######## mem_arbiter ########
<file path="config.mk">
export PLATFORM = sky130hd
export DESIGN_NAME = mem_arbiter
export DESIGN_NICKNAME = d
export VERILOG_FILES = /design/src/rtl/mem_arbiter.sv
export SDC_FILE = /design/constraint.sdc
export NUM_CORES = 1
export LEC_CHECK = 0
export CAP_MARGIN = 30
export CORE_ASPECT_RATIO = 0.5
export CORE_UTILIZATION = 45
export DETAILED_ROUTE_END_ITERATION = 7
export HOLD_SLACK_MARGIN = 0.03
export PLACE_DENSITY = 0.83
export SYNTH_ARGS = -nofsm -noshare
export SYNTH_HDL_FRONTEND = slang
export SYNTH_SLANG_ARGS = --single-unit
</file>
<file path="constraint.sdc">
create_clock -name clk_in -period 3.21 [get_ports clk_in]
set_clock_uncertainty 0.15 [all_clocks]
set_input_delay 0.642 -clock clk_in [delete_from_list [all_inputs] [get_ports clk_in]]
set_output_delay 0.642 -clock clk_in [all_outputs]
set_load 0.005 [all_outputs]
</file>
<file path="src/rtl/mem_arbiter.sv">
// mem_arbiter: byte-serial arbiter/sequencer for the single 8-bit RAM port.
// Grants store > load > fetch, sequences 1/2/4-byte transfers, stalls I/O
// writes on a full I/O buffer and aborts speculative reads on roll-back.
// Optional build macro MEM_ARB_FETCH_AGE_EN: after AGE_LIMIT store/load grants
// issued while fetch is waiting, fetch wins the next arbitration.
module mem_arbiter #(
    parameter int unsigned ADDR_WIDTH = 32,
    parameter int unsigned AGE_LIMIT  = 4
) (
    input  logic                  clk_in,
    input  logic                  rst_in,
    input  logic                  rdy_in,
    input  logic                  roll_back,
    input  logic                  io_buffer_full,

    input  logic [7:0]            mem_din,
    output logic [7:0]            mem_dout,
    output logic [ADDR_WIDTH-1:0] mem_a,
    output logic                  mem_wr,

    input  logic                  store_req,
    input  logic [ADDR_WIDTH-1:0] store_addr,
    input  logic [1:0]            store_len,
    input  logic [31:0]           store_data,
    output logic                  store_done,

    input  logic                  load_req,
    input  logic [ADDR_WIDTH-1:0] load_addr,
    input  logic [1:0]            load_len,
    input  logic                  load_signed,
    output logic [31:0]           load_data,
    output logic                  load_done,

    input  logic                  fetch_req,
    input  logic [ADDR_WIDTH-1:0] fetch_addr,
    output logic [31:0]           fetch_data,
    output logic                  fetch_done,

    output logic                  busy
);

    localparam int unsigned CNT_W = 3;

    typedef enum logic [1:0] {
        S_IDLE  = 2'd0,
        S_READ  = 2'd1,
        S_WRITE = 2'd2,
        S_DONE  = 2'd3
    } state_t;

    typedef enum logic [1:0] {
        OWN_STORE = 2'd0,
        OWN_LOAD  = 2'd1,
        OWN_FETCH = 2'd2
    } owner_t;

    // Parameter sanity: I/O decode needs bits [17:16], the age counter needs a nonzero limit
    if (ADDR_WIDTH < 18) begin : g_addr_width_check
        $error("mem_arbiter: ADDR_WIDTH must be at least 18");
    end
    if (AGE_LIMIT == 0) begin : g_age_limit_check
        $error("mem_arbiter: AGE_LIMIT must be at least 1");
    end

    state_t                state;
    owner_t                owner;
    logic [ADDR_WIDTH-1:0] base;
    logic [1:0]            len_q;
    logic                  sign_q;
    logic [31:0]           sdata;
    logic [31:0]           rbuf;
    logic [CNT_W-1:0]      cnt;

    logic [CNT_W-1:0]      nbytes_c;
    logic                  io_stall_c;
    logic [7:0]            wr_byte_c;
    logic [31:0]           rd_word_c;
    logic                  fetch_promote_c;
    logic                  grant_store_c;
    logic                  grant_load_c;
    logic                  grant_fetch_c;

`ifdef MEM_ARB_FETCH_AGE_EN
    localparam int unsigned AGE_W = $clog2(AGE_LIMIT + 1);

    logic [AGE_W-1:0] age_cnt;

    assign fetch_promote_c = fetch_req && (age_cnt >= AGE_W'(AGE_LIMIT));

    // Age counter: store/load grants that bypassed a waiting fetch
    always_ff @(posedge clk_in or negedge rst_in) begin
        if (!rst_in) begin
            age_cnt <= '0;
        end else if (rdy_in) begin
            if (roll_back || grant_fetch_c) begin
                age_cnt <= '0;
            end else if ((grant_store_c || grant_load_c) && fetch_req
                         && (age_cnt < AGE_W'(AGE_LIMIT))) begin
                age_cnt <= age_cnt + AGE_W'(1);
            end
        end
    end
`else
    assign fetch_promote_c = 1'b0;
`endif

    // Arbitration on requests sampled this edge; never while frozen or flushing
    always_comb begin
        grant_store_c = 1'b0;
        grant_load_c  = 1'b0;
        grant_fetch_c = 1'b0;
        if ((state == S_IDLE) && rdy_in && !roll_back) begin
            if (fetch_promote_c) begin
                grant_fetch_c = 1'b1;
            end else if (store_req) begin
                grant_store_c = 1'b1;
            end else if (load_req) begin
                grant_load_c = 1'b1;
            end else if (fetch_req) begin
                grant_fetch_c = 1'b1;
            end
        end
    end

    // Transfer length in bytes; the reserved code 11 behaves as a word
    always_comb begin
        case (len_q)
            2'b00:   nbytes_c = CNT_W'(1);
            2'b01:   nbytes_c = CNT_W'(2);
            default: nbytes_c = CNT_W'(4);
        endcase
    end

    // I/O region writes wait for room in the I/O buffer
    assign io_stall_c = (base[17:16] == 2'b11) && io_buffer_full;

    // Store byte for the current write step
    always_comb begin
        case (cnt[1:0])
            2'd0:    wr_byte_c = sdata[7:0];
            2'd1:    wr_byte_c = sdata[15:8];
            2'd2:    wr_byte_c = sdata[23:16];
            default: wr_byte_c = sdata[31:24];
        endcase
    end

    // Read buffer with the byte returning this cycle merged in (byte cnt-2)
    always_comb begin
        rd_word_c = rbuf;
        case (cnt)
            3'd2:    rd_word_c[7:0]   = mem_din;
            3'd3:    rd_word_c[15:8]  = mem_din;
            3'd4:    rd_word_c[23:16] = mem_din;
            default: rd_word_c[31:24] = mem_din;
        endcase
    end

    // Sign/zero extension of a load result
    function automatic logic [31:0] extend_word(input logic [31:0] w,
                                                input logic [1:0]  len,
                                                input logic        sgn);
        case (len)
            2'b00:   extend_word = {{24{sgn & w[7]}}, w[7:0]};
            2'b01:   extend_word = {{16{sgn & w[15]}}, w[15:0]};
            default: extend_word = w;
        endcase
    endfunction

    // Sequencer: state, step counter and all registered outputs
    always_ff @(posedge clk_in or negedge rst_in) begin
        if (!rst_in) begin
            state      <= S_IDLE;
            owner      <= OWN_STORE;
            base       <= '0;
            len_q      <= 2'b00;
            sign_q     <= 1'b0;
            sdata      <= '0;
            rbuf       <= '0;
            cnt        <= '0;
            mem_a      <= '0;
            mem_dout   <= '0;
            mem_wr     <= 1'b0;
            store_done <= 1'b0;
            load_done  <= 1'b0;
            fetch_done <= 1'b0;
            load_data  <= '0;
            fetch_data <= '0;
            busy       <= 1'b0;
        end else if (!rdy_in) begin
            // Frozen: a write left on the bus did not land, so step back to re-issue it
            mem_wr <= 1'b0;
            if ((state == S_WRITE) && mem_wr) begin
                cnt <= cnt - CNT_W'(1);
            end
        end else begin
            case (state)
                S_IDLE: begin
                    mem_wr <= 1'b0;
                    cnt    <= '0;
                    if (grant_store_c) begin
                        state <= S_WRITE;
                        owner <= OWN_STORE;
                        base  <= store_addr;
                        len_q <= store_len;
                        sdata <= store_data;
                        busy  <= 1'b1;
                    end else if (grant_load_c) begin
                        state  <= S_READ;
                        owner  <= OWN_LOAD;
                        base   <= load_addr;
                        len_q  <= load_len;
                        sign_q <= load_signed;
                        rbuf   <= '0;
                        busy   <= 1'b1;
                    end else if (grant_fetch_c) begin
                        state  <= S_READ;
                        owner  <= OWN_FETCH;
                        base   <= fetch_addr;
                        len_q  <= 2'b10;
                        sign_q <= 1'b0;
                        rbuf   <= '0;
                        busy   <= 1'b1;
                    end
                end

                S_READ: begin
                    mem_wr <= 1'b0;
                    if (roll_back) begin
                        state <= S_IDLE;
                        busy  <= 1'b0;
                    end else begin
                        if (cnt >= CNT_W'(2)) begin
                            rbuf <= rd_word_c;
                        end
                        if (cnt == nbytes_c + CNT_W'(1)) begin
                            state <= S_DONE;
                            if (owner == OWN_FETCH) begin
                                fetch_data <= rd_word_c;
                                fetch_done <= 1'b1;
                            end else begin
                                load_data <= extend_word(rd_word_c, len_q, sign_q);
                                load_done <= 1'b1;
                            end
                        end else begin
                            if (cnt < nbytes_c) begin
                                mem_a <= base + ADDR_WIDTH'(cnt);
                            end
                            cnt <= cnt + CNT_W'(1);
                        end
                    end
                end

                S_WRITE: begin
                    if (cnt == nbytes_c) begin
                        mem_wr     <= 1'b0;
                        state      <= S_DONE;
                        store_done <= 1'b1;
                    end else if (io_stall_c) begin
                        mem_wr <= 1'b0;
                    end else begin
                        mem_wr   <= 1'b1;
                        mem_a    <= base + ADDR_WIDTH'(cnt);
                        mem_dout <= wr_byte_c;
                        cnt      <= cnt + CNT_W'(1);
                    end
                end

                default: begin
                    mem_wr     <= 1'b0;
                    store_done <= 1'b0;
                    load_done  <= 1'b0;
                    fetch_done <= 1'b0;
                    busy       <= 1'b0;
                    state      <= S_IDLE;
                end
            endcase
        end
    end

endmodule
</file>
######## instrs_buff ########
==> src/rtl/instrs_buff.sv <==
// instrs_buff
// Circular instruction FIFO sitting between the fetch stage and the decoder.
// It stores instruction/PC pairs so that fetch stalls and decode stalls are
// decoupled, and it empties completely on a pipeline reload (flush).
//
// Ports:
//   clk          single clock, all state changes on its rising edge
//   rst          synchronous active-high reset
//   flush        pipeline reload, empties the buffer (highest priority)
//   in_valid     fetch offers an entry
//   in_ready     buffer can accept an entry this cycle
//   in_instr     fetched instruction
//   in_pc        PC of the fetched instruction
//   out_valid    head entry is available to decode
//   out_ready    decode consumes the head entry
//   out_instr    instruction at head (don't-care when out_valid = 0)
//   out_pc       PC at head (don't-care when out_valid = 0)
//   perf_head    read pointer, zero-extended to 8 bits
//   perf_tail    write pointer, zero-extended to 8 bits
//   perf_full    {7'b0, full}
//   perf_reload  {7'b0, reload_q}, one-cycle-delayed copy of flush
module instrs_buff #(
  parameter int DEPTH      = 8,
  parameter int DATA_WIDTH = 32,
  parameter int PC_WIDTH   = 32
) (
  input  logic                  clk,
  input  logic                  rst,
  input  logic                  flush,
  input  logic                  in_valid,
  output logic                  in_ready,
  input  logic [DATA_WIDTH-1:0] in_instr,
  input  logic [PC_WIDTH-1:0]   in_pc,
  output logic                  out_valid,
  input  logic                  out_ready,
  output logic [DATA_WIDTH-1:0] out_instr,
  output logic [PC_WIDTH-1:0]   out_pc,
  output logic [7:0]            perf_head,
  output logic [7:0]            perf_tail,
  output logic [7:0]            perf_full,
  output logic [7:0]            perf_reload
);

  localparam int PTR_W = $clog2(DEPTH);
  localparam int CNT_W = PTR_W + 1;

  logic [PTR_W-1:0]      head;
  logic [PTR_W-1:0]      tail;
  logic [CNT_W-1:0]      count;
  logic                  reload_q;
  logic                  full;
  logic                  empty;
  logic                  push;
  logic                  pop;

  logic [DATA_WIDTH-1:0] instr_mem [DEPTH];
  logic [PC_WIDTH-1:0]   pc_mem    [DEPTH];

  // Occupancy flags and handshakes. Flush and reset both block traffic in
  // the same cycle so nothing slips in or out while the buffer is emptied.
  assign full      = (count == CNT_W'(DEPTH));
  assign empty     = (count == '0);
  assign in_ready  = !full && !flush && !rst;
  assign out_valid = !empty && !flush && !rst;
  assign push      = in_valid && in_ready;
  assign pop       = out_valid && out_ready;

  // Head entry is read combinationally; no bypass from the write port.
  assign out_instr = instr_mem[head];
  assign out_pc    = pc_mem[head];

  // Pointers wrap naturally because DEPTH is a power of two.
  always_ff @(posedge clk) begin
    if (rst) begin
      head     <= '0;
      tail     <= '0;
      count    <= '0;
      reload_q <= 1'b0;
    end else begin
      reload_q <= flush;
      if (flush) begin
        head  <= '0;
        tail  <= '0;
        count <= '0;
      end else begin
        if (push) tail <= tail + PTR_W'(1);
        if (pop)  head <= head + PTR_W'(1);
        case ({push, pop})
          2'b10:   count <= count + CNT_W'(1);
          2'b01:   count <= count - CNT_W'(1);
          default: count <= count;
        endcase
      end
    end
  end

  // Storage has no reset; push already excludes flush and reset cycles.
  always_ff @(posedge clk) begin
    if (push) begin
      instr_mem[tail] <= in_instr;
      pc_mem[tail]    <= in_pc;
    end
  end

  assign perf_head   = {{(8-PTR_W){1'b0}}, head};
  assign perf_tail   = {{(8-PTR_W){1'b0}}, tail};
  assign perf_full   = {7'b0, full};
  assign perf_reload = {7'b0, reload_q};

  // Structural invariants of the ring.
  a_count_range: assert property (@(posedge clk) disable iff (rst)
    count <= CNT_W'(DEPTH));
  a_ptr_count: assert property (@(posedge clk) disable iff (rst)
    (tail - head) == count[PTR_W-1:0]);
  a_no_push_full: assert property (@(posedge clk) disable iff (rst)
    !(push && full));
  a_no_pop_empty: assert property (@(posedge clk) disable iff (rst)
    !(pop && empty));

endmodule

==> config.mk <==
export PLATFORM = sky130hd
export DESIGN_NAME = instrs_buff
export DESIGN_NICKNAME = d
export VERILOG_FILES = /design/src/rtl/instrs_buff.sv
export SDC_FILE = /design/constraint.sdc
export NUM_CORES = 1
export LEC_CHECK = 0
export CAP_MARGIN = 20
export CORE_ASPECT_RATIO = 0.6
export CORE_MARGIN = 2
export CORE_UTILIZATION = 62
export DETAILED_ROUTE_END_ITERATION = 10
export PLACE_DENSITY = 0.95
export SYNTH_ARGS = -nofsm -noshare
export SYNTH_HDL_FRONTEND = slang
export SYNTH_SLANG_ARGS = --single-unit
==> constraint.sdc <==
create_clock -name clk -period 19.2 [get_ports clk]
set_clock_uncertainty 0.05 [all_clocks]
set_input_delay 3.84 -clock clk [delete_from_list [all_inputs] [get_ports clk]]
set_output_delay 3.84 -clock clk [all_outputs]
set_load 0.01 [all_outputs]
Figure 1. Nets reached from selected ports (instrs_buff).
Bar = 50 µm.
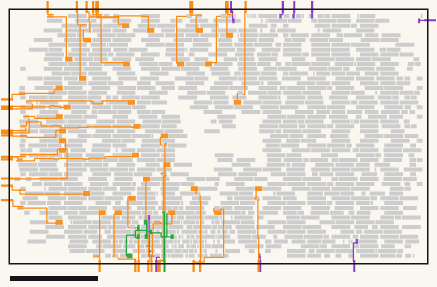
orange -> out_instr  # bits 32, direction output, end cells 32, buffers 32, wire 1,450 µm
green -> in_valid  # bits 1, direction input, end cells 7, buffers 1, wire 100 µm
purple -> perf_full  # bits 8, direction output, end cells 8, buffers 1, wire 68.1 µm
top-level port count: 167
port buffer count: 142

Figure 2. Sequential cells colored by netlist name (instrs_buff).
Bar = 50 µm.
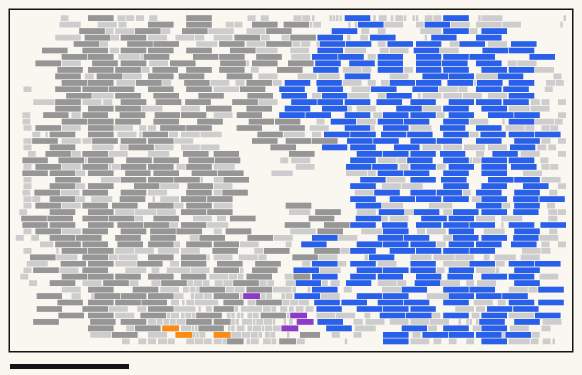
orange -> tail  # flops 3
purple -> count  # flops 4, where south
blue -> pc_mem  # flops 256
Sequential Area: 15,700 µm²
Seq group: 1.27 mW
sequential share of cell area: 66.7%

==> notes.md, instrs_buff <==
run metrics: outcome finished clean, max-slew violation count 0, Ys Warns 0, flops & latches, synth 526, first-pass GRT wire length 58,300 µm, yosys cell count 849, final worst setup slack 9.82 ns, Clock transition at path regs 0.06 ns, worst reg2reg endpoint count[3], busiest grt layer met2, Crit. Startpoint flush, adder-cell share of the synthesized area 0.311%, Initial DRC Count 892, htree depth 2, Chip Width 237 µm, crit-path max cell delay 0.58 ns, Reg-to-Reg Start count[1], largest registers instr_mem: 256 flops, pc_mem: 256 flops, count: 4 flops, logic area 4150 µm², Fin Setup TNS 0 ns, Worst Setup Slack post-DPL 9.85 ns, layout cells sized above 1 27.5%, CP cell instances clkdlybuf4s50_1 > or2_2 > nor2_1 > clkdlybuf4s50_1, R2R Setup Slk 16.16 ns, dominant register cell edfxtp_1, final cell count without fillers 1,475
Figure 3. Nets reached from selected ports (mem_arbiter).
Bar = 50 µm.
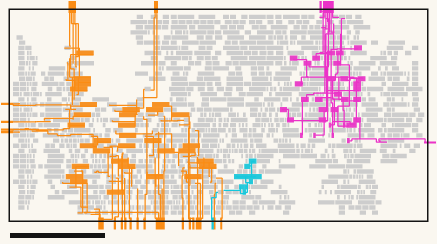
cyan -> store_req  # bits 1, direction input, end cells 8, buffers 1, wire 67.0 µm
orange -> mem_a  # bits 32, direction output, end cells 32, buffers 32, wire 1,790 µm
magenta -> mem_din  # bits 8, direction input, end cells 32, buffers 8, wire 782 µm
port buffer count: 257
top-level port count: 258

Figure 4. Selected gate families (mem_arbiter).
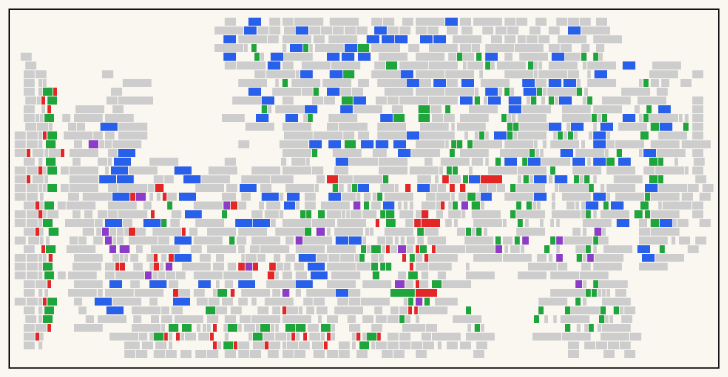
purple -> AND and OR gates  # cells 25
red -> NOR gates  # cells 70
green -> inverting AOI/OAI gates  # cells 168, where spread over the die
blue -> multiplexers  # cells 125
most numerous logic cell after layout: clkdlybuf4s50_1
Comb area share: 34.9%

==> notes.md, mem_arbiter <==
run metrics: routed wl met2 13,900 µm, num rows 39, Min Hold Slack 0.0140 ns, nonclk inv count 17, busiest grt layer met2, Reg2Reg Depth 7, Pwr top combinational cells, clock share of power 20.9%, Area Overhead vs Synth 34.0%, switching power 4.14 mW, CTS tree yes, vias in the first global route 8,648, area of the mapped netlist 10,700 µm², pwr dens 848 nW/µm², # DRC 8, top cells by count, synth dfrtp_1, nand2_1, mux2_2, o21ai_0, nor2_1, M1 GR Usage 28.9%, leakage power 6.47 nW, Worst Setup Slack post-DPL 0.237 ns, synthesis area per yosys 10,700 µm², Comb group 5.02 mW, cycle use final 91.8%, fp util 46.4%, Max Clk Rate 339 MHz, Reg-to-Reg Start cnt[1], top cells by area dfrtp_1, mux2_2, nand2_1, Dominant comb cell multiplexers, startpoint types flip-flop, crit-path max cell delay 0.59 ns, Fin Setup TNS 0 ns, P_clk 2.54 mW, Slew headroom 34.9%, violated checks design-rule violations, outcome finished, violations left, clk cell area share 4.86%, dpl cell area 13,700 µm², crit path DRT 3.45 ns, Clock transition at path regs 0.07 ns, Post-DRT Antenna Nets 0

==> layout pictures side by side <==
Power grid.
Bar = 50 µm. Pins as bars on the die edge. Tap cells in gray.
picture 1
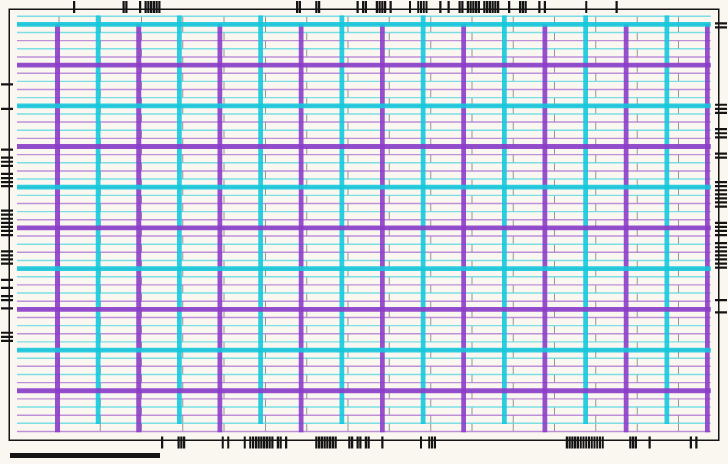
picture 2
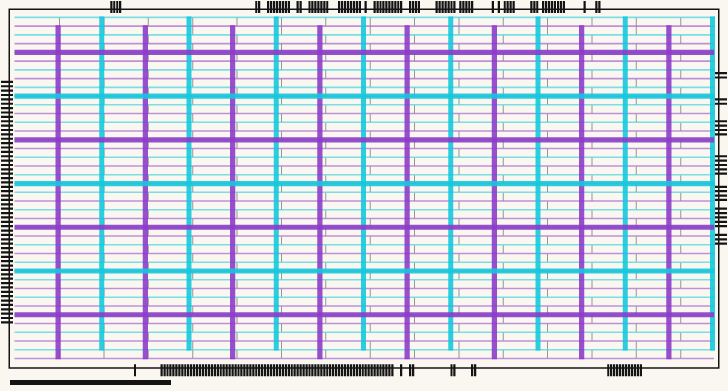
instrs_buff -> picture 1
mem_arbiter -> picture 2
Of these, largest die: picture 1
Of these, most pins: picture 2


######## push_step_ctrl_flat ########
Figure 5. Local utilization (push_step_ctrl_flat).
Bar = 20 µm. The die is cut into 12 by 9 equal tiles; white is low, dark blue is high, 0 to 100% covered.
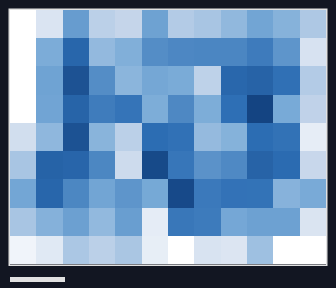

`src/rtl/push_ctrl_pkg.sv`:
```
// Shared types and default timing constants for the push-switch step controller.
package push_ctrl_pkg;

    typedef enum logic [1:0] {
        ST_IDLE   = 2'd0,
        ST_WAIT   = 2'd1,
        ST_REPEAT = 2'd2,
        ST_LOCK   = 2'd3
    } state_t;

    typedef enum logic {
        DIR_DN = 1'b0,
        DIR_UP = 1'b1
    } dir_t;

    localparam int DEB_CYCLES_DEF = 500000;
    localparam int RPT_DELAY_DEF  = 25000000;
    localparam int RPT_PERIOD_DEF = 5000000;
    localparam int MAX_COUNT_DEF  = 255;
    localparam int TMR_W          = 25;
    localparam int CNT_W          = 10;

    // Debounced pattern that keeps a hold in the given direction alive.
    function automatic logic [1:0] dir_pattern(input dir_t d);
        return (d == DIR_UP) ? 2'b10 : 2'b01;
    endfunction

endpackage

```
`src/rtl/push_step_ctrl_if.sv`:
```
// Switch inputs and step/count outputs of the step controller.
interface push_step_if;
    import push_ctrl_pkg::*;

    logic [1:0]       PUSH;
    logic [CNT_W-1:0] COUNT;
    logic             STEP_UP;
    logic             STEP_DN;
    logic             LOCKED;

    modport master (output PUSH, input COUNT, STEP_UP, STEP_DN, LOCKED);
    modport slave  (input PUSH, output COUNT, STEP_UP, STEP_DN, LOCKED);
endinterface

```
`src/rtl/push_debounce.sv`:
```
// 2-flop synchroniser followed by a stable-count filter for one switch.
module push_debounce
    import push_ctrl_pkg::*;
#(
    parameter int DEB_CYCLES = DEB_CYCLES_DEF
) (
    input  logic CLK,
    input  logic RST,
    input  logic in,
    output logic out
);
    localparam int CW = $clog2(DEB_CYCLES + 1);

    logic [1:0]    sync_q;
    logic          db_q;
    logic [CW-1:0] cnt_q;

    always_ff @(posedge CLK or posedge RST) begin
        if (RST) begin
            sync_q <= '0;
            db_q   <= 1'b0;
            cnt_q  <= '0;
        end else begin
            sync_q <= {sync_q[0], in};
            // Any return to agreement restarts the stability window.
            if (sync_q[1] == db_q) begin
                cnt_q <= '0;
            end else if (cnt_q == CW'(DEB_CYCLES - 1)) begin
                db_q  <= sync_q[1];
                cnt_q <= '0;
            end else begin
                cnt_q <= cnt_q + CW'(1);
            end
        end
    end

    assign out = db_q;
endmodule

```
`src/rtl/push_step_ctrl.sv`:
```
// Step FSM with auto-repeat timer and wrapping count, fed by two debounced switches.
module push_step_ctrl
    import push_ctrl_pkg::*;
#(
    parameter int DEB_CYCLES = DEB_CYCLES_DEF,
    parameter int RPT_DELAY  = RPT_DELAY_DEF,
    parameter int RPT_PERIOD = RPT_PERIOD_DEF,
    parameter int MAX_COUNT  = MAX_COUNT_DEF
) (
    input  logic        CLK,
    input  logic        RST,
    push_step_if.slave  bus
);
    localparam logic [CNT_W-1:0] MAX_C = CNT_W'(MAX_COUNT);

    logic [1:0] db;

    generate
        for (genvar i = 0; i < 2; i++) begin : g_deb
            push_debounce #(.DEB_CYCLES(DEB_CYCLES)) u_deb (
                .CLK (CLK),
                .RST (RST),
                .in  (bus.PUSH[i]),
                .out (db[i])
            );
        end
    endgenerate

    state_t           state_q, state_d;
    dir_t             dir_q, dir_d;
    logic [TMR_W-1:0] tmr_q, tmr_d;
    logic [CNT_W-1:0] count_q, count_d;
    logic             up_q, up_d, dn_q, dn_d, locked_q;

    always_comb begin
        state_d = state_q;
        dir_d   = dir_q;
        tmr_d   = tmr_q;
        up_d    = 1'b0;
        dn_d    = 1'b0;
        case (state_q)
            ST_IDLE: begin
                if (db == 2'b11) begin
                    state_d = ST_LOCK;
                end else if (db != 2'b00) begin
                    dir_d   = (db == 2'b10) ? DIR_UP : DIR_DN;
                    up_d    = (db == 2'b10);
                    dn_d    = (db == 2'b01);
                    tmr_d   = TMR_W'(RPT_DELAY - 1);
                    state_d = ST_WAIT;
                end
            end
            ST_WAIT, ST_REPEAT: begin
                // Release or a switch to the other button always drops back to IDLE first.
                if (db == 2'b11) begin
                    state_d = ST_LOCK;
                end else if (db != dir_pattern(dir_q)) begin
                    state_d = ST_IDLE;
                end else if (tmr_q == '0) begin
                    up_d    = (dir_q == DIR_UP);
                    dn_d    = (dir_q == DIR_DN);
                    tmr_d   = TMR_W'(RPT_PERIOD - 1);
                    state_d = ST_REPEAT;
                end else begin
                    tmr_d = tmr_q - TMR_W'(1);
                end
            end
            default: begin
                if (db == 2'b00) state_d = ST_IDLE;
            end
        endcase

        count_d = count_q;
        if (up_d)      count_d = (count_q == MAX_C) ? '0 : count_q + CNT_W'(1);
        else if (dn_d) count_d = (count_q == '0) ? MAX_C : count_q - CNT_W'(1);
    end

    always_ff @(posedge CLK or posedge RST) begin
        if (RST) begin
            state_q  <= ST_IDLE;
            dir_q    <= DIR_UP;
            tmr_q    <= '0;
            count_q  <= '0;
            up_q     <= 1'b0;
            dn_q     <= 1'b0;
            locked_q <= 1'b0;
        end else begin
            state_q  <= state_d;
            dir_q    <= dir_d;
            tmr_q    <= tmr_d;
            count_q  <= count_d;
            up_q     <= up_d;
            dn_q     <= dn_d;
            locked_q <= (state_d == ST_LOCK);
        end
    end

    assign bus.COUNT   = count_q;
    assign bus.STEP_UP = up_q;
    assign bus.STEP_DN = dn_q;
    assign bus.LOCKED  = locked_q;
endmodule

```
`src/flat_wrapper.sv`:
```
// flat-port wrapper written by rule: the top's interface ports become plain ports
module push_step_ctrl_flat import push_ctrl_pkg::*;
#(
    parameter int DEB_CYCLES = DEB_CYCLES_DEF,
    parameter int RPT_DELAY  = RPT_DELAY_DEF,
    parameter int RPT_PERIOD = RPT_PERIOD_DEF,
    parameter int MAX_COUNT  = MAX_COUNT_DEF
)
  (CLK, RST, bus_PUSH, bus_COUNT, bus_STEP_UP, bus_STEP_DN, bus_LOCKED);
  push_step_if bus_i ();
  input  logic CLK;
  input  logic RST;
  input wire logic [$bits(bus_i.PUSH)-1:0] bus_PUSH;
  output wire logic [$bits(bus_i.COUNT)-1:0] bus_COUNT;
  output wire logic [$bits(bus_i.STEP_UP)-1:0] bus_STEP_UP;
  output wire logic [$bits(bus_i.STEP_DN)-1:0] bus_STEP_DN;
  output wire logic [$bits(bus_i.LOCKED)-1:0] bus_LOCKED;
  assign bus_i.PUSH = bus_PUSH;
  assign bus_COUNT = bus_i.COUNT;
  assign bus_STEP_UP = bus_i.STEP_UP;
  assign bus_STEP_DN = bus_i.STEP_DN;
  assign bus_LOCKED = bus_i.LOCKED;
  push_step_ctrl #(.DEB_CYCLES(DEB_CYCLES), .RPT_DELAY(RPT_DELAY), .RPT_PERIOD(RPT_PERIOD), .MAX_COUNT(MAX_COUNT)) u_core (.CLK(CLK), .RST(RST), .bus(bus_i));
endmodule
```
`config.mk`:
```
export PLATFORM = sky130hd
export DESIGN_NAME = push_step_ctrl_flat
export DESIGN_NICKNAME = d
export VERILOG_FILES = /design/src/rtl/push_ctrl_pkg.sv /design/src/rtl/push_step_ctrl_if.sv /design/src/rtl/push_debounce.sv /design/src/rtl/push_step_ctrl.sv /design/src/flat_wrapper.sv
export SDC_FILE = /design/constraint.sdc
export NUM_CORES = 1
export LEC_CHECK = 0
export ABC_AREA = 0
export CORE_ASPECT_RATIO = 0.8
export CORE_MARGIN = 1.5
export CORE_UTILIZATION = 45
export CTS_CLUSTER_DIAMETER = 120
export CTS_CLUSTER_SIZE = 12
export DETAILED_ROUTE_END_ITERATION = 8
export HOLD_SLACK_MARGIN = 0.05
export MAX_ROUTING_LAYER = met4
export SLEW_MARGIN = 20
export SYNTH_ARGS = -nofsm -noshare
export SYNTH_HDL_FRONTEND = slang
export SYNTH_SLANG_ARGS = --single-unit
```
`constraint.sdc`:
```
create_clock -name CLK -period 2.69 [get_ports CLK]
set_clock_uncertainty 0.1 [all_clocks]
set_input_delay 0.4035 -clock CLK [delete_from_list [all_inputs] [get_ports CLK]]
set_output_delay 0.4035 -clock CLK [all_outputs]
set_load 0.05 [all_outputs]
```
######## apb_master_arb ########
<file path="src/rtl/apb_pkg.sv">
// Shared APB master types and constants: FSM states, slave slot indices and
// the default APB window base address.
package apb_pkg;

    typedef enum logic [1:0] {
        ST_IDLE   = 2'd0,
        ST_SETUP  = 2'd1,
        ST_ACCESS = 2'd2,
        ST_DONE   = 2'd3
    } apb_state_t;

    localparam int NUM_SLAVES = 4;

    localparam int SLV_GPO  = 0;
    localparam int SLV_GPI  = 1;
    localparam int SLV_TMR  = 2;
    localparam int SLV_UART = 3;

    localparam logic [31:0] APB_BASE_DEFAULT = 32'h1000_0000;

endpackage

</file>
<file path="src/rtl/apb_addr_decoder.sv">
// Combinational APB window decoder: a 16 KiB window split into four 4 KiB
// slave slots selected by addr[13:12].
module apb_addr_decoder
    import apb_pkg::*;
#(
    parameter logic [31:0] APB_BASE = APB_BASE_DEFAULT
) (
    input  logic [31:0]           addr,
    output logic                  hit,
    output logic [NUM_SLAVES-1:0] sel
);

    // Offset bits inside a slot play no part in slave selection.
    logic unused_offset;
    assign unused_offset = ^addr[11:0];

    always_comb begin
        hit = (addr[31:14] == APB_BASE[31:14]);
        sel = '0;
        if (hit) begin
            sel[addr[13:12]] = 1'b1;
        end
    end

endmodule

</file>
<file path="src/rtl/apb_master_arb.sv">
// Two-port round-robin APB master: arbitrates CPU/DMA requests, decodes the
// slave slot and runs SETUP/ACCESS with a PREADY timeout.
module apb_master_arb
    import apb_pkg::*;
#(
    parameter int          TIMEOUT_CYCLES = 255,
    parameter logic [31:0] APB_BASE       = APB_BASE_DEFAULT
) (
    input  logic        PCLK,
    input  logic        PRESET,
    input  logic        req0,
    input  logic        req1,
    input  logic        we0,
    input  logic        we1,
    input  logic [31:0] addr0,
    input  logic [31:0] addr1,
    input  logic [31:0] wdata0,
    input  logic [31:0] wdata1,
    output logic        ack0,
    output logic        ack1,
    output logic [31:0] rdata0,
    output logic [31:0] rdata1,
    output logic        err0,
    output logic        err1,
    output logic [31:0] PADDR,
    output logic [31:0] PWDATA,
    output logic        PWRITE,
    output logic        PENABLE,
    output logic        PSEL0,
    output logic        PSEL1,
    output logic        PSEL2,
    output logic        PSEL3,
    input  logic [31:0] PRDATA0,
    input  logic [31:0] PRDATA1,
    input  logic [31:0] PRDATA2,
    input  logic [31:0] PRDATA3,
    input  logic        PREADY0,
    input  logic        PREADY1,
    input  logic        PREADY2,
    input  logic        PREADY3
);

    localparam int                CNT_W    = $clog2(TIMEOUT_CYCLES + 1);
    localparam logic [CNT_W-1:0]  TMO_LAST = CNT_W'(TIMEOUT_CYCLES - 1);

    apb_state_t            state;
    logic                  grant;
    logic                  last_grant;
    logic [CNT_W-1:0]      tmo_cnt;
    logic [31:0]           rdata_q;
    logic                  err_q;
    logic [NUM_SLAVES-1:0] sel_q;

    logic                  any_req;
    logic                  winner;
    logic [31:0]           win_addr;
    logic                  dec_hit;
    logic [NUM_SLAVES-1:0] dec_sel;
    logic                  sel_ready;
    logic [31:0]           sel_rdata;
    logic                  busy;
    logic                  done;

    // On a tie the port that was not served last wins; a lone request always wins.
    always_comb begin
        any_req  = req0 | req1;
        winner   = (req0 && req1) ? ~last_grant : (req1 & ~req0);
        win_addr = winner ? addr1 : addr0;
    end

    apb_addr_decoder #(
        .APB_BASE (APB_BASE)
    ) u_decoder (
        .addr (win_addr),
        .hit  (dec_hit),
        .sel  (dec_sel)
    );

    // Only the latched slave's response is observed; others are masked off.
    always_comb begin
        sel_ready = (sel_q[SLV_GPO]  & PREADY0) |
                    (sel_q[SLV_GPI]  & PREADY1) |
                    (sel_q[SLV_TMR]  & PREADY2) |
                    (sel_q[SLV_UART] & PREADY3);
        sel_rdata = ({32{sel_q[SLV_GPO]}}  & PRDATA0) |
                    ({32{sel_q[SLV_GPI]}}  & PRDATA1) |
                    ({32{sel_q[SLV_TMR]}}  & PRDATA2) |
                    ({32{sel_q[SLV_UART]}} & PRDATA3);
    end

    always_ff @(posedge PCLK) begin
        if (PRESET) begin
            state      <= ST_IDLE;
            grant      <= 1'b0;
            last_grant <= 1'b1;
            tmo_cnt    <= '0;
            rdata_q    <= '0;
            err_q      <= 1'b0;
            sel_q      <= '0;
            PADDR      <= '0;
            PWDATA     <= '0;
            PWRITE     <= 1'b0;
        end else begin
            case (state)
                ST_IDLE: begin
                    if (any_req) begin
                        grant      <= winner;
                        last_grant <= winner;
                        PADDR      <= win_addr;
                        PWDATA     <= winner ? wdata1 : wdata0;
                        PWRITE     <= winner ? we1 : we0;
                        sel_q      <= dec_sel;
                        tmo_cnt    <= '0;
                        if (dec_hit) begin
                            state <= ST_SETUP;
                        end else begin
                            state   <= ST_DONE;
                            err_q   <= 1'b1;
                            rdata_q <= '0;
                        end
                    end
                end
                ST_SETUP: begin
                    state <= ST_ACCESS;
                end
                ST_ACCESS: begin
                    // A PREADY on the final allowed cycle still completes normally.
                    if (sel_ready) begin
                        rdata_q <= PWRITE ? 32'd0 : sel_rdata;
                        err_q   <= 1'b0;
                        tmo_cnt <= '0;
                        state   <= ST_DONE;
                    end else if (tmo_cnt == TMO_LAST) begin
                        rdata_q <= '0;
                        err_q   <= 1'b1;
                        tmo_cnt <= '0;
                        state   <= ST_DONE;
                    end else begin
                        tmo_cnt <= tmo_cnt + CNT_W'(1);
                    end
                end
                ST_DONE: begin
                    state <= ST_IDLE;
                end
                default: begin
                    state <= ST_IDLE;
                end
            endcase
        end
    end

    always_comb begin
        busy    = (state == ST_SETUP) || (state == ST_ACCESS);
        done    = (state == ST_DONE);
        PENABLE = (state == ST_ACCESS);
        {PSEL3, PSEL2, PSEL1, PSEL0} = busy ? sel_q : '0;
        ack0    = done & ~grant;
        ack1    = done & grant;
        rdata0  = ack0 ? rdata_q : '0;
        rdata1  = ack1 ? rdata_q : '0;
        err0    = ack0 & err_q;
        err1    = ack1 & err_q;
    end

endmodule

</file>
<file path="config.mk">
export PLATFORM = sky130hd
export DESIGN_NAME = apb_master_arb
export DESIGN_NICKNAME = d
export VERILOG_FILES = /design/src/rtl/apb_pkg.sv /design/src/rtl/apb_addr_decoder.sv /design/src/rtl/apb_master_arb.sv
export SDC_FILE = /design/constraint.sdc
export NUM_CORES = 1
export LEC_CHECK = 0
export CAP_MARGIN = 10
export CORE_AREA = 2 2 156 158
export DETAILED_ROUTE_END_ITERATION = 16
export DIE_AREA = 0 0 158 160
export REMOVE_ABC_BUFFERS = 1
export SLEW_MARGIN = 20
export SYNTH_ARGS = -nofsm -noshare
export SYNTH_HDL_FRONTEND = slang
export SYNTH_HIERARCHICAL = 1
export SYNTH_SLANG_ARGS = --single-unit
</file>
<file path="constraint.sdc">
create_clock -name PCLK -period 6.6 [get_ports PCLK]
set_clock_uncertainty 0.2 [all_clocks]
set_input_delay 1.32 -clock PCLK [delete_from_list [all_inputs] [get_ports PCLK]]
set_output_delay 1.32 -clock PCLK [all_outputs]
set_load 0.1 [all_outputs]
</file>
######## pipe_latch_elastic ########
<file path="src/rtl/pipe_pkg.sv">
// Shared definitions for the elastic inter-stage pipeline latch.
// Holds the control state encoding, the default NOP instruction word and
// the payload lane indices used by every pipeline stage boundary.
package pipe_pkg;

   // Occupancy of the latch: no entry, main entry only, main plus skid entry.
   typedef enum logic [1:0] {
      EMPTY = 2'd0,
      ONE   = 2'd1,
      TWO   = 2'd2
   } pipe_state_e;

   // Instruction word driven on lane 0 while the latch holds nothing.
   localparam logic [31:0] NOP_INSN_DEFAULT = 32'h0000_0000;

   // Payload lane assignment shared by all stage boundaries.
   localparam int unsigned LANE_INSN = 0;
   localparam int unsigned LANE_ALU  = 1;
   localparam int unsigned LANE_MEM  = 2;
   localparam int unsigned LANE_MD   = 3;
   localparam int unsigned LANE_MDI  = 4;

endpackage

</file>
<file path="src/rtl/pipe_reg_w.sv">
// One lane of latch storage: DATA_W-bit register with load enable.
// Latency: loaded value visible right after the selected capture edge.
// Backpressure: none of its own; holds its value whenever en_i is low.
// Ports: clk_i stage clock, rst_ni async active-low clear, en_i load enable,
//        d_i next value, q_o held value.
module pipe_reg_w #(
   parameter int unsigned DATA_W   = 32,
   parameter bit          NEG_EDGE = 1'b1
) (
   input  logic              clk_i,
   input  logic              rst_ni,
   input  logic              en_i,
   input  logic [DATA_W-1:0] d_i,
   output logic [DATA_W-1:0] q_o
);

   // Capture edge selection: every flop in the latch samples on the
   // rising edge of this derived clock, so all of them agree on the edge.
   logic              cap_clk;
   logic [DATA_W-1:0] data_q;

   assign cap_clk = NEG_EDGE ? ~clk_i : clk_i;

   always_ff @(posedge cap_clk or negedge rst_ni) begin
      if (!rst_ni) begin
         data_q <= '0;
      end else if (en_i) begin
         data_q <= d_i;
      end
   end

   assign q_o = data_q;

endmodule

</file>
<file path="src/rtl/pipe_latch_elastic.sv">
// Elastic inter-stage latch: LANES x DATA_W payload under valid/ready, optional skid entry.
// Latency: a beat accepted into an empty or draining latch is on out_data right after the capture edge.
// Backpressure: SKID=1 registered in_ready (low only when both entries full); SKID=0 in_ready = !out_valid | out_ready.
// Ports: clock/reset (async active-low), flush kills held and incoming beats,
//        in_valid/in_ready/in_data upstream, out_valid/out_ready/out_data downstream,
//        bubble_cnt saturating count of edges where downstream was ready but nothing was offered.
module pipe_latch_elastic
   import pipe_pkg::*;
#(
   parameter int unsigned        DATA_W   = 32,
   parameter int unsigned        LANES    = 5,
   parameter bit                 SKID     = 1'b1,
   parameter bit                 NEG_EDGE = 1'b1,
   parameter logic [DATA_W-1:0]  NOP_INSN = DATA_W'(NOP_INSN_DEFAULT),
   parameter int unsigned        CNT_W    = 16
) (
   input  logic                      clock,
   input  logic                      reset,
   input  logic                      flush,
   input  logic                      in_valid,
   output logic                      in_ready,
   input  logic [LANES*DATA_W-1:0]   in_data,
   output logic                      out_valid,
   input  logic                      out_ready,
   output logic [LANES*DATA_W-1:0]   out_data,
   output logic [CNT_W-1:0]          bubble_cnt
);

   localparam int unsigned W = LANES * DATA_W;

   logic          cap_clk;
   pipe_state_e   state_q, state_d;
   logic [CNT_W-1:0] bub_q, bub_d;
   logic          in_fire, out_fire;
   logic          main_en, skid_en, main_from_skid;
   logic [W-1:0]  main_q, skid_q, main_d;

   assign cap_clk   = NEG_EDGE ? ~clock : clock;
   assign out_valid = (state_q != EMPTY);
   assign in_fire   = in_valid & in_ready;
   assign out_fire  = out_valid & out_ready;

   // Next-state and storage enables. Flush overrides everything and also
   // suppresses the loads, so a killed beat never reaches storage.
   always_comb begin
      state_d        = state_q;
      main_en        = 1'b0;
      skid_en        = 1'b0;
      main_from_skid = 1'b0;
      unique case (state_q)
         EMPTY: begin
            if (in_fire) begin
               state_d = ONE;
               main_en = 1'b1;
            end
         end
         ONE: begin
            if (in_fire && out_fire) begin
               main_en = 1'b1;
            end else if (in_fire) begin
               // Only reachable with the skid entry: without it in_ready
               // is low whenever the head is held.
               state_d = TWO;
               skid_en = 1'b1;
            end else if (out_fire) begin
               state_d = EMPTY;
            end
         end
         TWO: begin
            if (out_fire) begin
               state_d        = ONE;
               main_en        = 1'b1;
               main_from_skid = 1'b1;
            end
         end
         default: state_d = EMPTY;
      endcase
      if (flush) begin
         state_d = EMPTY;
         main_en = 1'b0;
         skid_en = 1'b0;
      end
   end

   // Counts edges where downstream was ready but the latch offered nothing.
   always_comb begin
      bub_d = bub_q;
      if (out_ready && !out_valid && (bub_q != {CNT_W{1'b1}})) begin
         bub_d = bub_q + CNT_W'(1);
      end
   end

   always_ff @(posedge cap_clk or negedge reset) begin
      if (!reset) begin
         state_q <= EMPTY;
         bub_q   <= '0;
      end else begin
         state_q <= state_d;
         bub_q   <= bub_d;
      end
   end

   assign bubble_cnt = bub_q;

   if (SKID) begin : g_skid
      logic in_ready_q;

      // Ready is decided from the next occupancy so it is a plain flop
      // output with no path back from out_ready.
      always_ff @(posedge cap_clk or negedge reset) begin
         if (!reset) begin
            in_ready_q <= 1'b1;
         end else begin
            in_ready_q <= (state_d != TWO);
         end
      end

      assign in_ready = in_ready_q;

      for (genvar k = 0; k < LANES; k++) begin : g_lane
         pipe_reg_w #(
            .DATA_W   (DATA_W),
            .NEG_EDGE (NEG_EDGE)
         ) u_skid (
            .clk_i  (clock),
            .rst_ni (reset),
            .en_i   (skid_en),
            .d_i    (in_data[k*DATA_W +: DATA_W]),
            .q_o    (skid_q[k*DATA_W +: DATA_W])
         );
      end
   end else begin : g_noskid
      assign in_ready = !out_valid | out_ready;
      assign skid_q   = '0;
   end

   assign main_d = main_from_skid ? skid_q : in_data;

   for (genvar k = 0; k < LANES; k++) begin : g_main
      pipe_reg_w #(
         .DATA_W   (DATA_W),
         .NEG_EDGE (NEG_EDGE)
      ) u_main (
         .clk_i  (clock),
         .rst_ni (reset),
         .en_i   (main_en),
         .d_i    (main_d[k*DATA_W +: DATA_W]),
         .q_o    (main_q[k*DATA_W +: DATA_W])
      );
   end

   // Downstream decodes lane 0 as an instruction, so an empty latch must
   // present a harmless NOP there; other lanes keep their last contents.
   always_comb begin
      out_data = main_q;
      if (!out_valid) begin
         out_data[LANE_INSN*DATA_W +: DATA_W] = NOP_INSN;
      end
   end

endmodule

</file>
<file path="config.mk">
export PLATFORM = sky130hd
export DESIGN_NAME = pipe_latch_elastic
export DESIGN_NICKNAME = d
export VERILOG_FILES = /design/src/rtl/pipe_pkg.sv /design/src/rtl/pipe_reg_w.sv /design/src/rtl/pipe_latch_elastic.sv
export SDC_FILE = /design/constraint.sdc
export NUM_CORES = 1
export LEC_CHECK = 0
export ABC_AREA = 0
export ABC_CLOCK_PERIOD_IN_PS = 2200
export CORE_UTILIZATION = 38
export DETAILED_ROUTE_END_ITERATION = 6
export PLACE_DENSITY = 0.63
export SETUP_SLACK_MARGIN = 0.05
export SYNTH_ARGS = -nofsm -noshare
export SYNTH_HDL_FRONTEND = slang
export SYNTH_SLANG_ARGS = --single-unit
</file>
<file path="constraint.sdc">
create_clock -name clock -period 2.2 [get_ports clock]
set_input_delay 0.66 -clock clock [delete_from_list [all_inputs] [get_ports clock]]
set_output_delay 0.66 -clock clock [all_outputs]
set_load 0.01 [all_outputs]
</file>
######## tile_renderer ########
File: src/rtl/tile_pkg.sv
// Shared constants, bus payload layouts and colour helpers for the tile renderer.
package tile_pkg;

    localparam int unsigned TILE_COLS = 40;
    localparam int unsigned TILE_ROWS = 30;
    localparam int unsigned PIPE_LAT  = 4;
    localparam logic        SYNC_IDLE = 1'b1;

    localparam int unsigned CNT_W     = 10;
    localparam int unsigned NT_AW     = 11;
    localparam int unsigned NT_DW     = 10;
    localparam int unsigned PT_AW     = 11;
    localparam int unsigned PT_DW     = 16;
    localparam int unsigned PAL_AW    = 4;
    localparam int unsigned PAL_DEPTH = 16;
    localparam int unsigned COLOR_W   = 8;
    localparam int unsigned COL_W     = $clog2(TILE_COLS);
    localparam int unsigned ROW_W     = $clog2(TILE_ROWS);

    // Nametable entry: palette select above the tile index.
    typedef struct packed {
        logic [1:0] pal_sel;
        logic [7:0] tile;
    } nt_entry_t;

    // Pattern row: plane 1 in the upper byte, MSB is the leftmost pixel.
    typedef struct packed {
        logic [7:0] plane1;
        logic [7:0] plane0;
    } pt_row_t;

    typedef struct packed {
        logic [7:0] red;
        logic [7:0] green;
        logic [7:0] blue;
    } rgb888_t;

    // RGB332 to RGB888 by bit replication so full-scale maps to 8'hFF.
    function automatic rgb888_t rgb332_expand(input logic [7:0] c);
        rgb888_t o;
        o.red   = {c[7:5], c[7:5], c[7:6]};
        o.green = {c[4:2], c[4:2], c[4:3]};
        o.blue  = {c[1:0], c[1:0], c[1:0], c[1:0]};
        return o;
    endfunction

endpackage

File: src/rtl/palette_ram.sv
// 16-entry RGB332 palette: one synchronous write port, one registered read port.
module palette_ram
    import tile_pkg::*;
(
    input  logic               clk,
    input  logic               reset,
    input  logic               we,
    input  logic [PAL_AW-1:0]  waddr,
    input  logic [COLOR_W-1:0] wdata,
    input  logic [PAL_AW-1:0]  rd_addr,
    input  logic               rd_clr,
    output logic [COLOR_W-1:0] rd_data
);

    logic [COLOR_W-1:0] mem [PAL_DEPTH];

    // Write and read share an edge, so a same-entry read returns the old colour.
    always_ff @(posedge clk) begin
        if (!reset) begin
            for (int i = 0; i < int'(PAL_DEPTH); i++) begin
                mem[i] <= '0;
            end
            rd_data <= '0;
        end else begin
            if (we) begin
                mem[waddr] <= wdata;
            end
            rd_data <= rd_clr ? '0 : mem[rd_addr];
        end
    end

endmodule

File: src/rtl/tile_renderer.sv
// Four-stage tile/pattern/palette pixel pipeline with matching sync and blank delay.
module tile_renderer
    import tile_pkg::*;
(
    input  logic               clk,
    input  logic               reset,
    input  logic [CNT_W-1:0]   hcount,
    input  logic [CNT_W-1:0]   vcount,
    input  logic               bright,
    input  logic               hsync_in,
    input  logic               vsync_in,
    output logic [NT_AW-1:0]   nt_addr,
    input  logic [NT_DW-1:0]   nt_data,
    output logic [PT_AW-1:0]   pt_addr,
    input  logic [PT_DW-1:0]   pt_data,
    input  logic               pal_we,
    input  logic [PAL_AW-1:0]  pal_addr,
    input  logic [COLOR_W-1:0] pal_wdata,
    output logic [7:0]         red,
    output logic [7:0]         green,
    output logic [7:0]         blue,
    output logic               hsync_out,
    output logic               vsync_out,
    output logic               blank_n_out
);

    logic [PIPE_LAT-1:0] br_pipe;
    logic [PIPE_LAT-1:0] hs_pipe;
    logic [PIPE_LAT-1:0] vs_pipe;

    logic [COL_W-1:0]    s0_col;
    logic [ROW_W-1:0]    s0_row;
    logic [2:0]          s0_fx;
    logic [2:0]          s0_fy;
    logic [2:0]          s1_fx;
    logic [2:0]          s1_fy;
    logic [2:0]          s2_fx;
    logic [1:0]          s2_pal;

    nt_entry_t           nt_ent;
    pt_row_t             pt_row;
    logic [1:0]          pix_idx;
    logic [PAL_AW-1:0]   pal_rd;
    logic                pal_clr;
    logic [COLOR_W-1:0]  pal_color;
    rgb888_t             rgb;

    // Pixel-count LSB and the top/bottom line-count bits do not select anything.
    logic                unused_bits;
    assign unused_bits = &{1'b0, hcount[0], vcount[CNT_W-1], vcount[0]};

    assign nt_ent = nt_entry_t'(nt_data);
    assign pt_row = pt_row_t'(pt_data);

    // S0: capture tile coordinates and fine offsets at 2x scale.
    always_ff @(posedge clk) begin
        if (!reset) begin
            s0_col <= '0;
            s0_row <= '0;
            s0_fx  <= '0;
            s0_fy  <= '0;
        end else begin
            s0_col <= hcount[4 +: COL_W];
            s0_row <= vcount[4 +: ROW_W];
            s0_fx  <= hcount[3:1];
            s0_fy  <= vcount[3:1];
        end
    end

    // S1/S2: carry fine offsets forward and latch the palette select from the nametable.
    always_ff @(posedge clk) begin
        if (!reset) begin
            s1_fx  <= '0;
            s1_fy  <= '0;
            s2_fx  <= '0;
            s2_pal <= '0;
        end else begin
            s1_fx  <= s0_fx;
            s1_fy  <= s0_fy;
            s2_fx  <= s1_fx;
            s2_pal <= nt_ent.pal_sel;
        end
    end

    // Side-band shift registers, one tap per pipeline stage.
    always_ff @(posedge clk) begin
        if (!reset) begin
            br_pipe <= '0;
            hs_pipe <= {PIPE_LAT{SYNC_IDLE}};
            vs_pipe <= {PIPE_LAT{SYNC_IDLE}};
        end else begin
            br_pipe <= {br_pipe[PIPE_LAT-2:0], bright};
            hs_pipe <= {hs_pipe[PIPE_LAT-2:0], hsync_in};
            vs_pipe <= {vs_pipe[PIPE_LAT-2:0], vsync_in};
        end
    end

    // row*40 reduces to (row<<5)+(row<<3); blanked fetches park on entry 0.
    assign nt_addr = br_pipe[0]
                   ? (NT_AW'(s0_row) * NT_AW'(TILE_COLS)) + NT_AW'(s0_col)
                   : '0;

    // Pattern row for the fetched tile; held at 0 while reset is asserted.
    assign pt_addr = reset ? {nt_ent.tile, s1_fy} : '0;

    // Two-bit colour index; index 0 is always the shared backdrop entry.
    assign pix_idx = {pt_row.plane1[3'd7 - s2_fx], pt_row.plane0[3'd7 - s2_fx]};
    assign pal_rd  = (pix_idx == 2'd0) ? '0 : {s2_pal, pix_idx};
    assign pal_clr = ~br_pipe[PIPE_LAT-2];

    palette_ram u_palette_ram (
        .clk     (clk),
        .reset   (reset),
        .we      (pal_we),
        .waddr   (pal_addr),
        .wdata   (pal_wdata),
        .rd_addr (pal_rd),
        .rd_clr  (pal_clr),
        .rd_data (pal_color)
    );

    // Expansion is pure bit replication of the registered palette colour.
    assign rgb         = rgb332_expand(pal_color);
    assign red         = rgb.red;
    assign green       = rgb.green;
    assign blue        = rgb.blue;
    assign hsync_out   = hs_pipe[PIPE_LAT-1];
    assign vsync_out   = vs_pipe[PIPE_LAT-1];
    assign blank_n_out = br_pipe[PIPE_LAT-1];

endmodule
File: config.mk
export PLATFORM = sky130hd
export DESIGN_NAME = tile_renderer
export DESIGN_NICKNAME = d
export VERILOG_FILES = /design/src/rtl/tile_pkg.sv /design/src/rtl/palette_ram.sv /design/src/rtl/tile_renderer.sv
export SDC_FILE = /design/constraint.sdc
export NUM_CORES = 1
export LEC_CHECK = 0
export CAP_MARGIN = 20
export CORE_UTILIZATION = 35
export DETAILED_ROUTE_END_ITERATION = 7
export GPL_TIMING_DRIVEN = 0
export PLACE_DENSITY = 0.66
export SLEW_MARGIN = 20
export SYNTH_ARGS = -nofsm -noshare
export SYNTH_HDL_FRONTEND = slang
export SYNTH_SLANG_ARGS = --single-unit
File: constraint.sdc
create_clock -name clk -period 4.11 [get_ports clk]
set_input_delay 1.0275 -clock clk [delete_from_list [all_inputs] [get_ports clk]]
set_output_delay 1.0275 -clock clk [all_outputs]
set_load 0.05 [all_outputs]

==> gallery <==
Placement view.
(a)
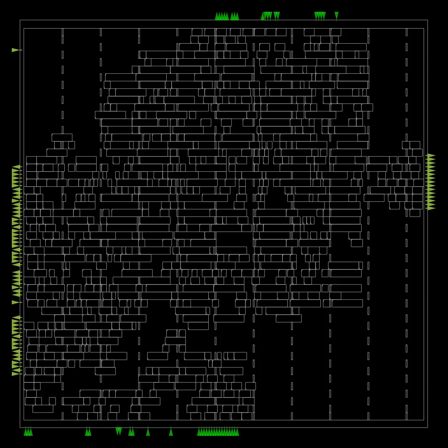
(b)
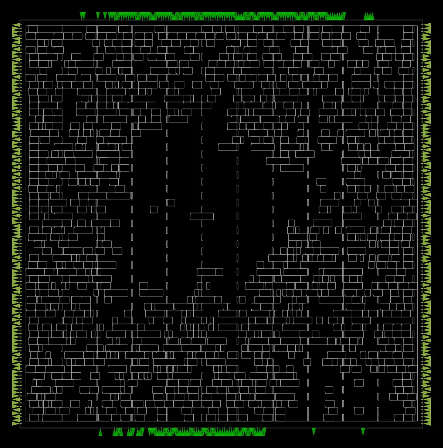
(c)
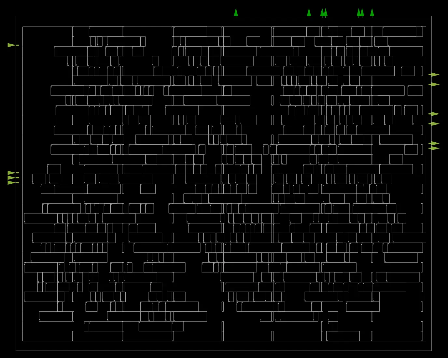
(d)
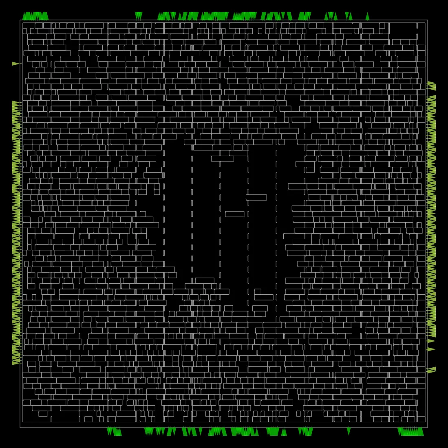
- fewest sequential cells: (c)
- fewest cells: (c)
apb_master_arb: (b)
tile_renderer: (a)
pipe_latch_elastic: (d)
push_step_ctrl_flat: (c)

Figure 6. Nets reached from selected ports (pipe_latch_elastic).
Bar = 50 µm.
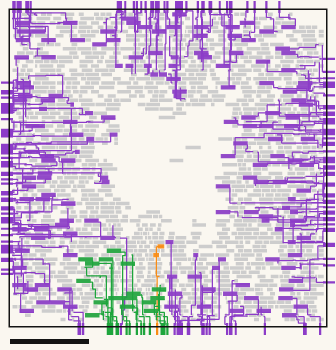
purple -> out_data  # bits 160, direction output, end cells 160, buffers 160, wire 6,050 µm
green -> bubble_cnt  # bits 16, direction output, end cells 16, buffers 16, wire 512 µm
orange -> in_valid  # bits 1, direction input, end cells 2, buffers 1, wire 55.3 µm
top-level port count: 343
port buffer count: 342

Figure 7. Sequential cells colored by netlist name (pipe_latch_elastic).
Bar = 50 µm.
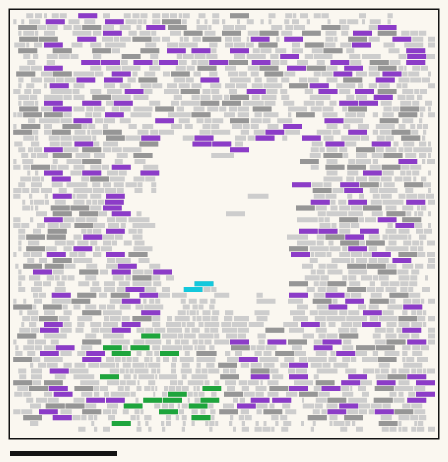
cyan -> state_q  # flops 2
purple -> g_skid.g_lane.u_skid.q_o  # flops 160, where spread over the die
green -> bubble_cnt  # flops 16
not colored = 161
Seq group: 8.98 mW
Sequential Area: 8480 µm²

==> notes.md, pipe_latch_elastic <==
run metrics: distinct lib cells 32, violated checks negative setup slack, Vias 10,548, wire length on met1 19,800 µm, Post-DRT Antenna Nets 0, Syn Nets 1,144, outcome finished, violations left, Comb power frac 28.5%, final setup fails 500, post_cts resized 1,003, Clock transition at path regs 0.04 ns, most numerous logic cell after layout dfrtn_1, sequential share of power 40.9%, final worst setup slack -1.17 ns, Fin Setup TNS -304.95 ns
Figure 8. Power grid (apb_master_arb).
Bar = 50 µm. Pins as bars on the die edge. Tap cells in gray.
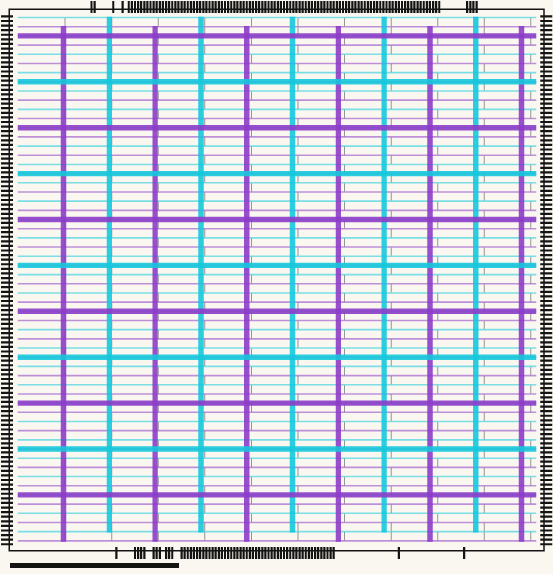
purple -> VSS
cyan -> VDD
tap cells = 324
met5 straps = 11
met1 rails = 58
rows = 57
met4 straps = 11
Die H: 160 µm
VDD IR max: 270 µV

==> notes.md, apb_master_arb <==
run metrics: wire length on met1 10,100 µm, # clk buffers 17, Crit. End Element flip-flop, Post-Synth Simple-Gate Area 21.4%, critical path's slowest cell a21boi_4, final worst setup slack 1.98 ns, hold buffers post-CTS 0, Non-clk bufs 415, Chip Width 158 µm, top cells by area dfxtp_1, nor2_1, mux2_2, yosys xor share 0%, num rows 57, mux frac, synth 11.7%, Final Instance Area 10,900 µm², Fin Setup TNS 0 ns, Comb power frac 56.0%, RSZ-0062 raised after global routing no, CP endpoint rdata_q[2], R2R Setup Slk 3.21 ns, clock share of power 20.8%, sequential share of cell area 20.8%, pwr dens 369 nW/µm², met3 Resource Use GR 6.84%, Comb gates 494, CP cell instances clkdlybuf4s50_1 > a21boi_4 > mux2_2 > nor4b_4 > nand3_2 > nor2_1 > o21bai_1 > mux2i_1 > a21boi_4 > o32ai_1, Comb area share 31.5%, global-route usage over all layers 19.6%, outcome finished clean, Slew headroom 28.0%, # Max-Cap Violations 0, largest registers PADDR: 32 flops, PWDATA: 32 flops, rdata_q: 32 flops, GR met2 Demand/Resource 34.8%, dpl cell area 10,400 µm², startpoint types input port, Post-DRT Antenna Nets 0, # DRC 0, Pwr top combinational cells, Post-synth EDFFs 0, final core utilization 46.0%, Bufs and invs on worst path 1, Reg2Reg Depth 9, Worst Path Max Fanout 33, switching share of total power 52.1%, Ys Warns 6
Figure 9. Sequential cells colored by netlist name (push_step_ctrl_flat).
Bar = 20 µm.
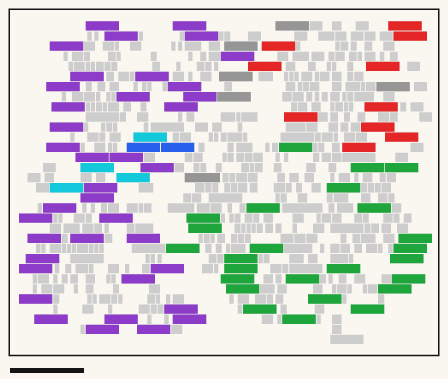
red -> u_core.bus.COUNT  # flops 10, where north-east
blue -> u_core.g_deb.u_deb.out  # flops 2
purple -> u_core.g_deb.u_deb.cnt_q  # flops 38
cyan -> u_core.g_deb.u_deb.sync_q  # flops 4, where west
green -> u_core.tmr_q  # flops 25
not colored = 6
sequential share of cell area: 39.8%
final core utilization: 54.9%
Seq group: 1.30 mW
Sequential Area: 2130 µm²

Notes on Figure 5 above:
tiles over 75% full = 15%
nearly empty tiles = 6.5%
mean over tiles = 49%
fullest tile = 92%
core area: 9730 µm²
fp util: 46.5%

==> notes.md, push_step_ctrl_flat <==
run metrics: Max Buffers Root-to-Sink 2, clock share of power 47.6%, Compound Share, Synth 10.2%, # Max-Cap Violations 0, R2R Setup Slk 0.08 ns, critical path's slowest cell or4_1, leakage power 2.32 nW, Placed Instances 645, routed wl met2 4190 µm, well tap count 136, Comb gates 373, later-pin clock latency in the skew report 0.34 ns, P_clk 1.23 mW, Crit. Startpoint u_core.tmr_q[20], top-level port count 17, Largest register FFs 38, internal cell power 2.05 mW, post-synth top area cell dfrtp_1, total global routing overflow 0, outcome finished clean, Post-Synth Simple-Gate Area 27.4%, total stage count of the critical path 7, largest register by flop count u_core.g_deb.u_deb.cnt_q, wire length on met1 4870 µm, Pwr Total 2.59 mW, register share after synthesis 47.0%
Figure 10. Power grid (tile_renderer).
Bar = 50 µm. Pins as bars on the die edge. Tap cells in gray.
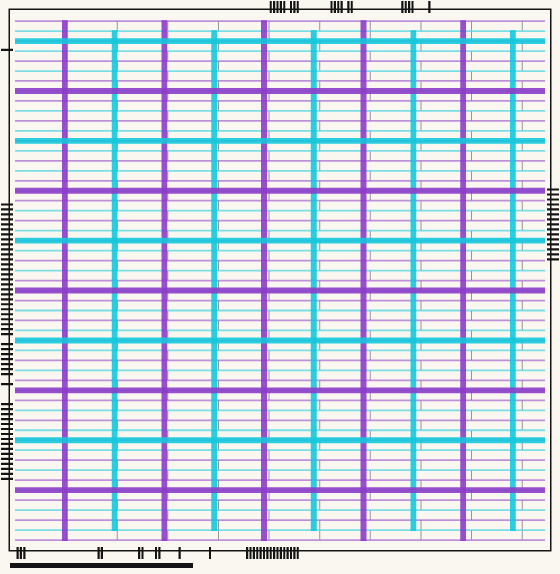
cyan -> VDD
purple -> VSS
met1 rails = 53
rows = 52
met5 straps = 10
Chip Width: 147 µm
VDD IR max: 301 µV
Die H: 147 µm
core area: 20,400 µm²

==> notes.md, tile_renderer <==
run metrics: cycle use final 96.4%, DR WL/cell 16.8 µm, CP endpoint pt_addr[2], Min Hold Slack 0.408 ns, Area leader share 45.6%, Log Warnings 29, layout cells sized above 1 11.4%, yosys xor share 0.712%, cell count after synthesis 602, Comb power frac 11.6%, outcome finished clean, delay-heaviest family, CP buffers and inverters, post_cts resized 13, Slew headroom 31.3%, vias in the first global route 4,797, Antenna diodes 0, worst reg2reg endpoint u_palette_ram.rd_data[0], Max Buffers Root-to-Sink 2, Syn Area/Cell 12.3 µm², Critical Path AT 2.93 ns, RSZ-0062 raised after global routing no, Comb group 452 µW, Setup Skew 0.00791 ns, Top cells excl fill/tap and2_1, edfxtp_1, clkdlybuf4s50_1, first-pass GRT wire length 26,000 µm


## Gallery

Nets reached from selected ports.
image #1
Bar = 50 µm.
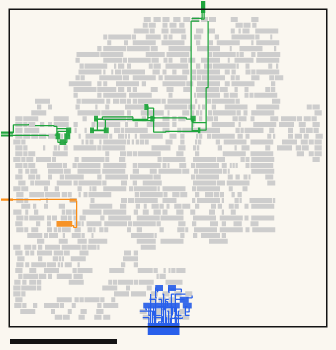
image #2
Bar = 50 µm.
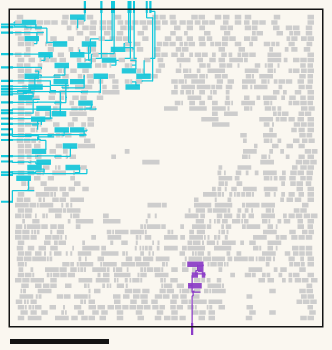
image #3
Bar = 20 µm.
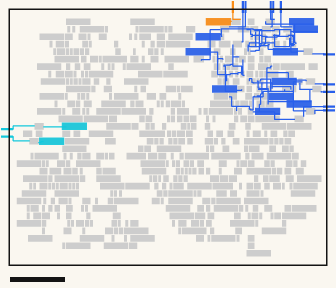
- tile_renderer = image #1
- push_step_ctrl_flat = image #3
- apb_master_arb = image #2

Key to image #1:
orange -> vsync_out  # bits 1, direction output, end cells 1, buffers 1, wire 49.5 µm
blue -> pt_data  # bits 16, direction input, end cells 6, buffers 16, wire 248 µm
green -> pal_addr  # bits 4, direction input, end cells 12, buffers 4, wire 348 µm


==> layout pictures side by side <==
Local utilization.
shot_01.png
Bar = 50 µm. The die is cut into 24 by 14 equal tiles; white is low, dark blue is high, 0 to 100% covered.
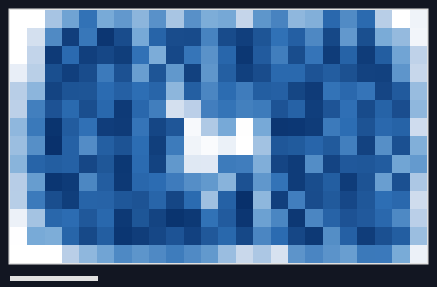
shot_02.png
Bar = 50 µm. The die is cut into 15 by 15 equal tiles; white is low, dark blue is high, 0 to 100% covered.
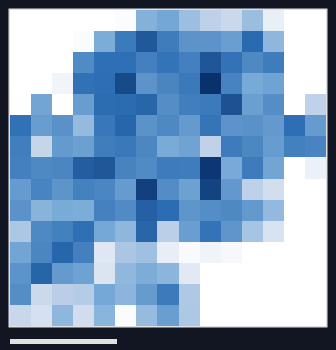
shot_03.png
Bar = 50 µm. The die is cut into 22 by 11 equal tiles; white is low, dark blue is high, 0 to 100% covered.
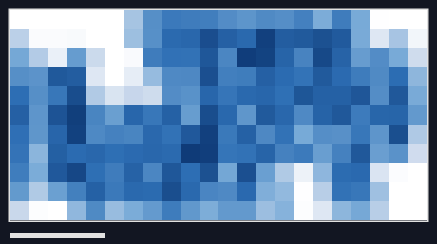
shot_04.png
Bar = 50 µm. The die is cut into 20 by 20 equal tiles; white is low, dark blue is high, 0 to 100% covered.
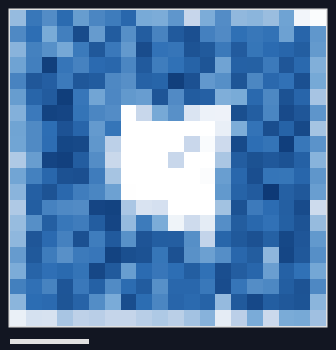
shot_05.png
Bar = 50 µm. The die is cut into 16 by 16 equal tiles; white is low, dark blue is high, 0 to 100% covered.
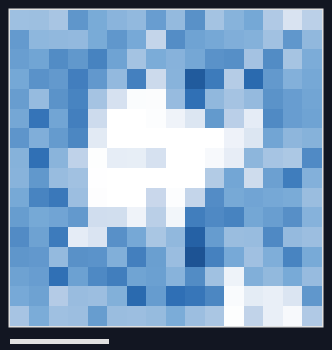
- largest die: shot_04.png
shot_04.png: pipe_latch_elastic
shot_03.png: mem_arbiter
shot_05.png: apb_master_arb
shot_01.png: instrs_buff
shot_02.png: tile_renderer

Power is estimated from default activity; no workload was simulated.
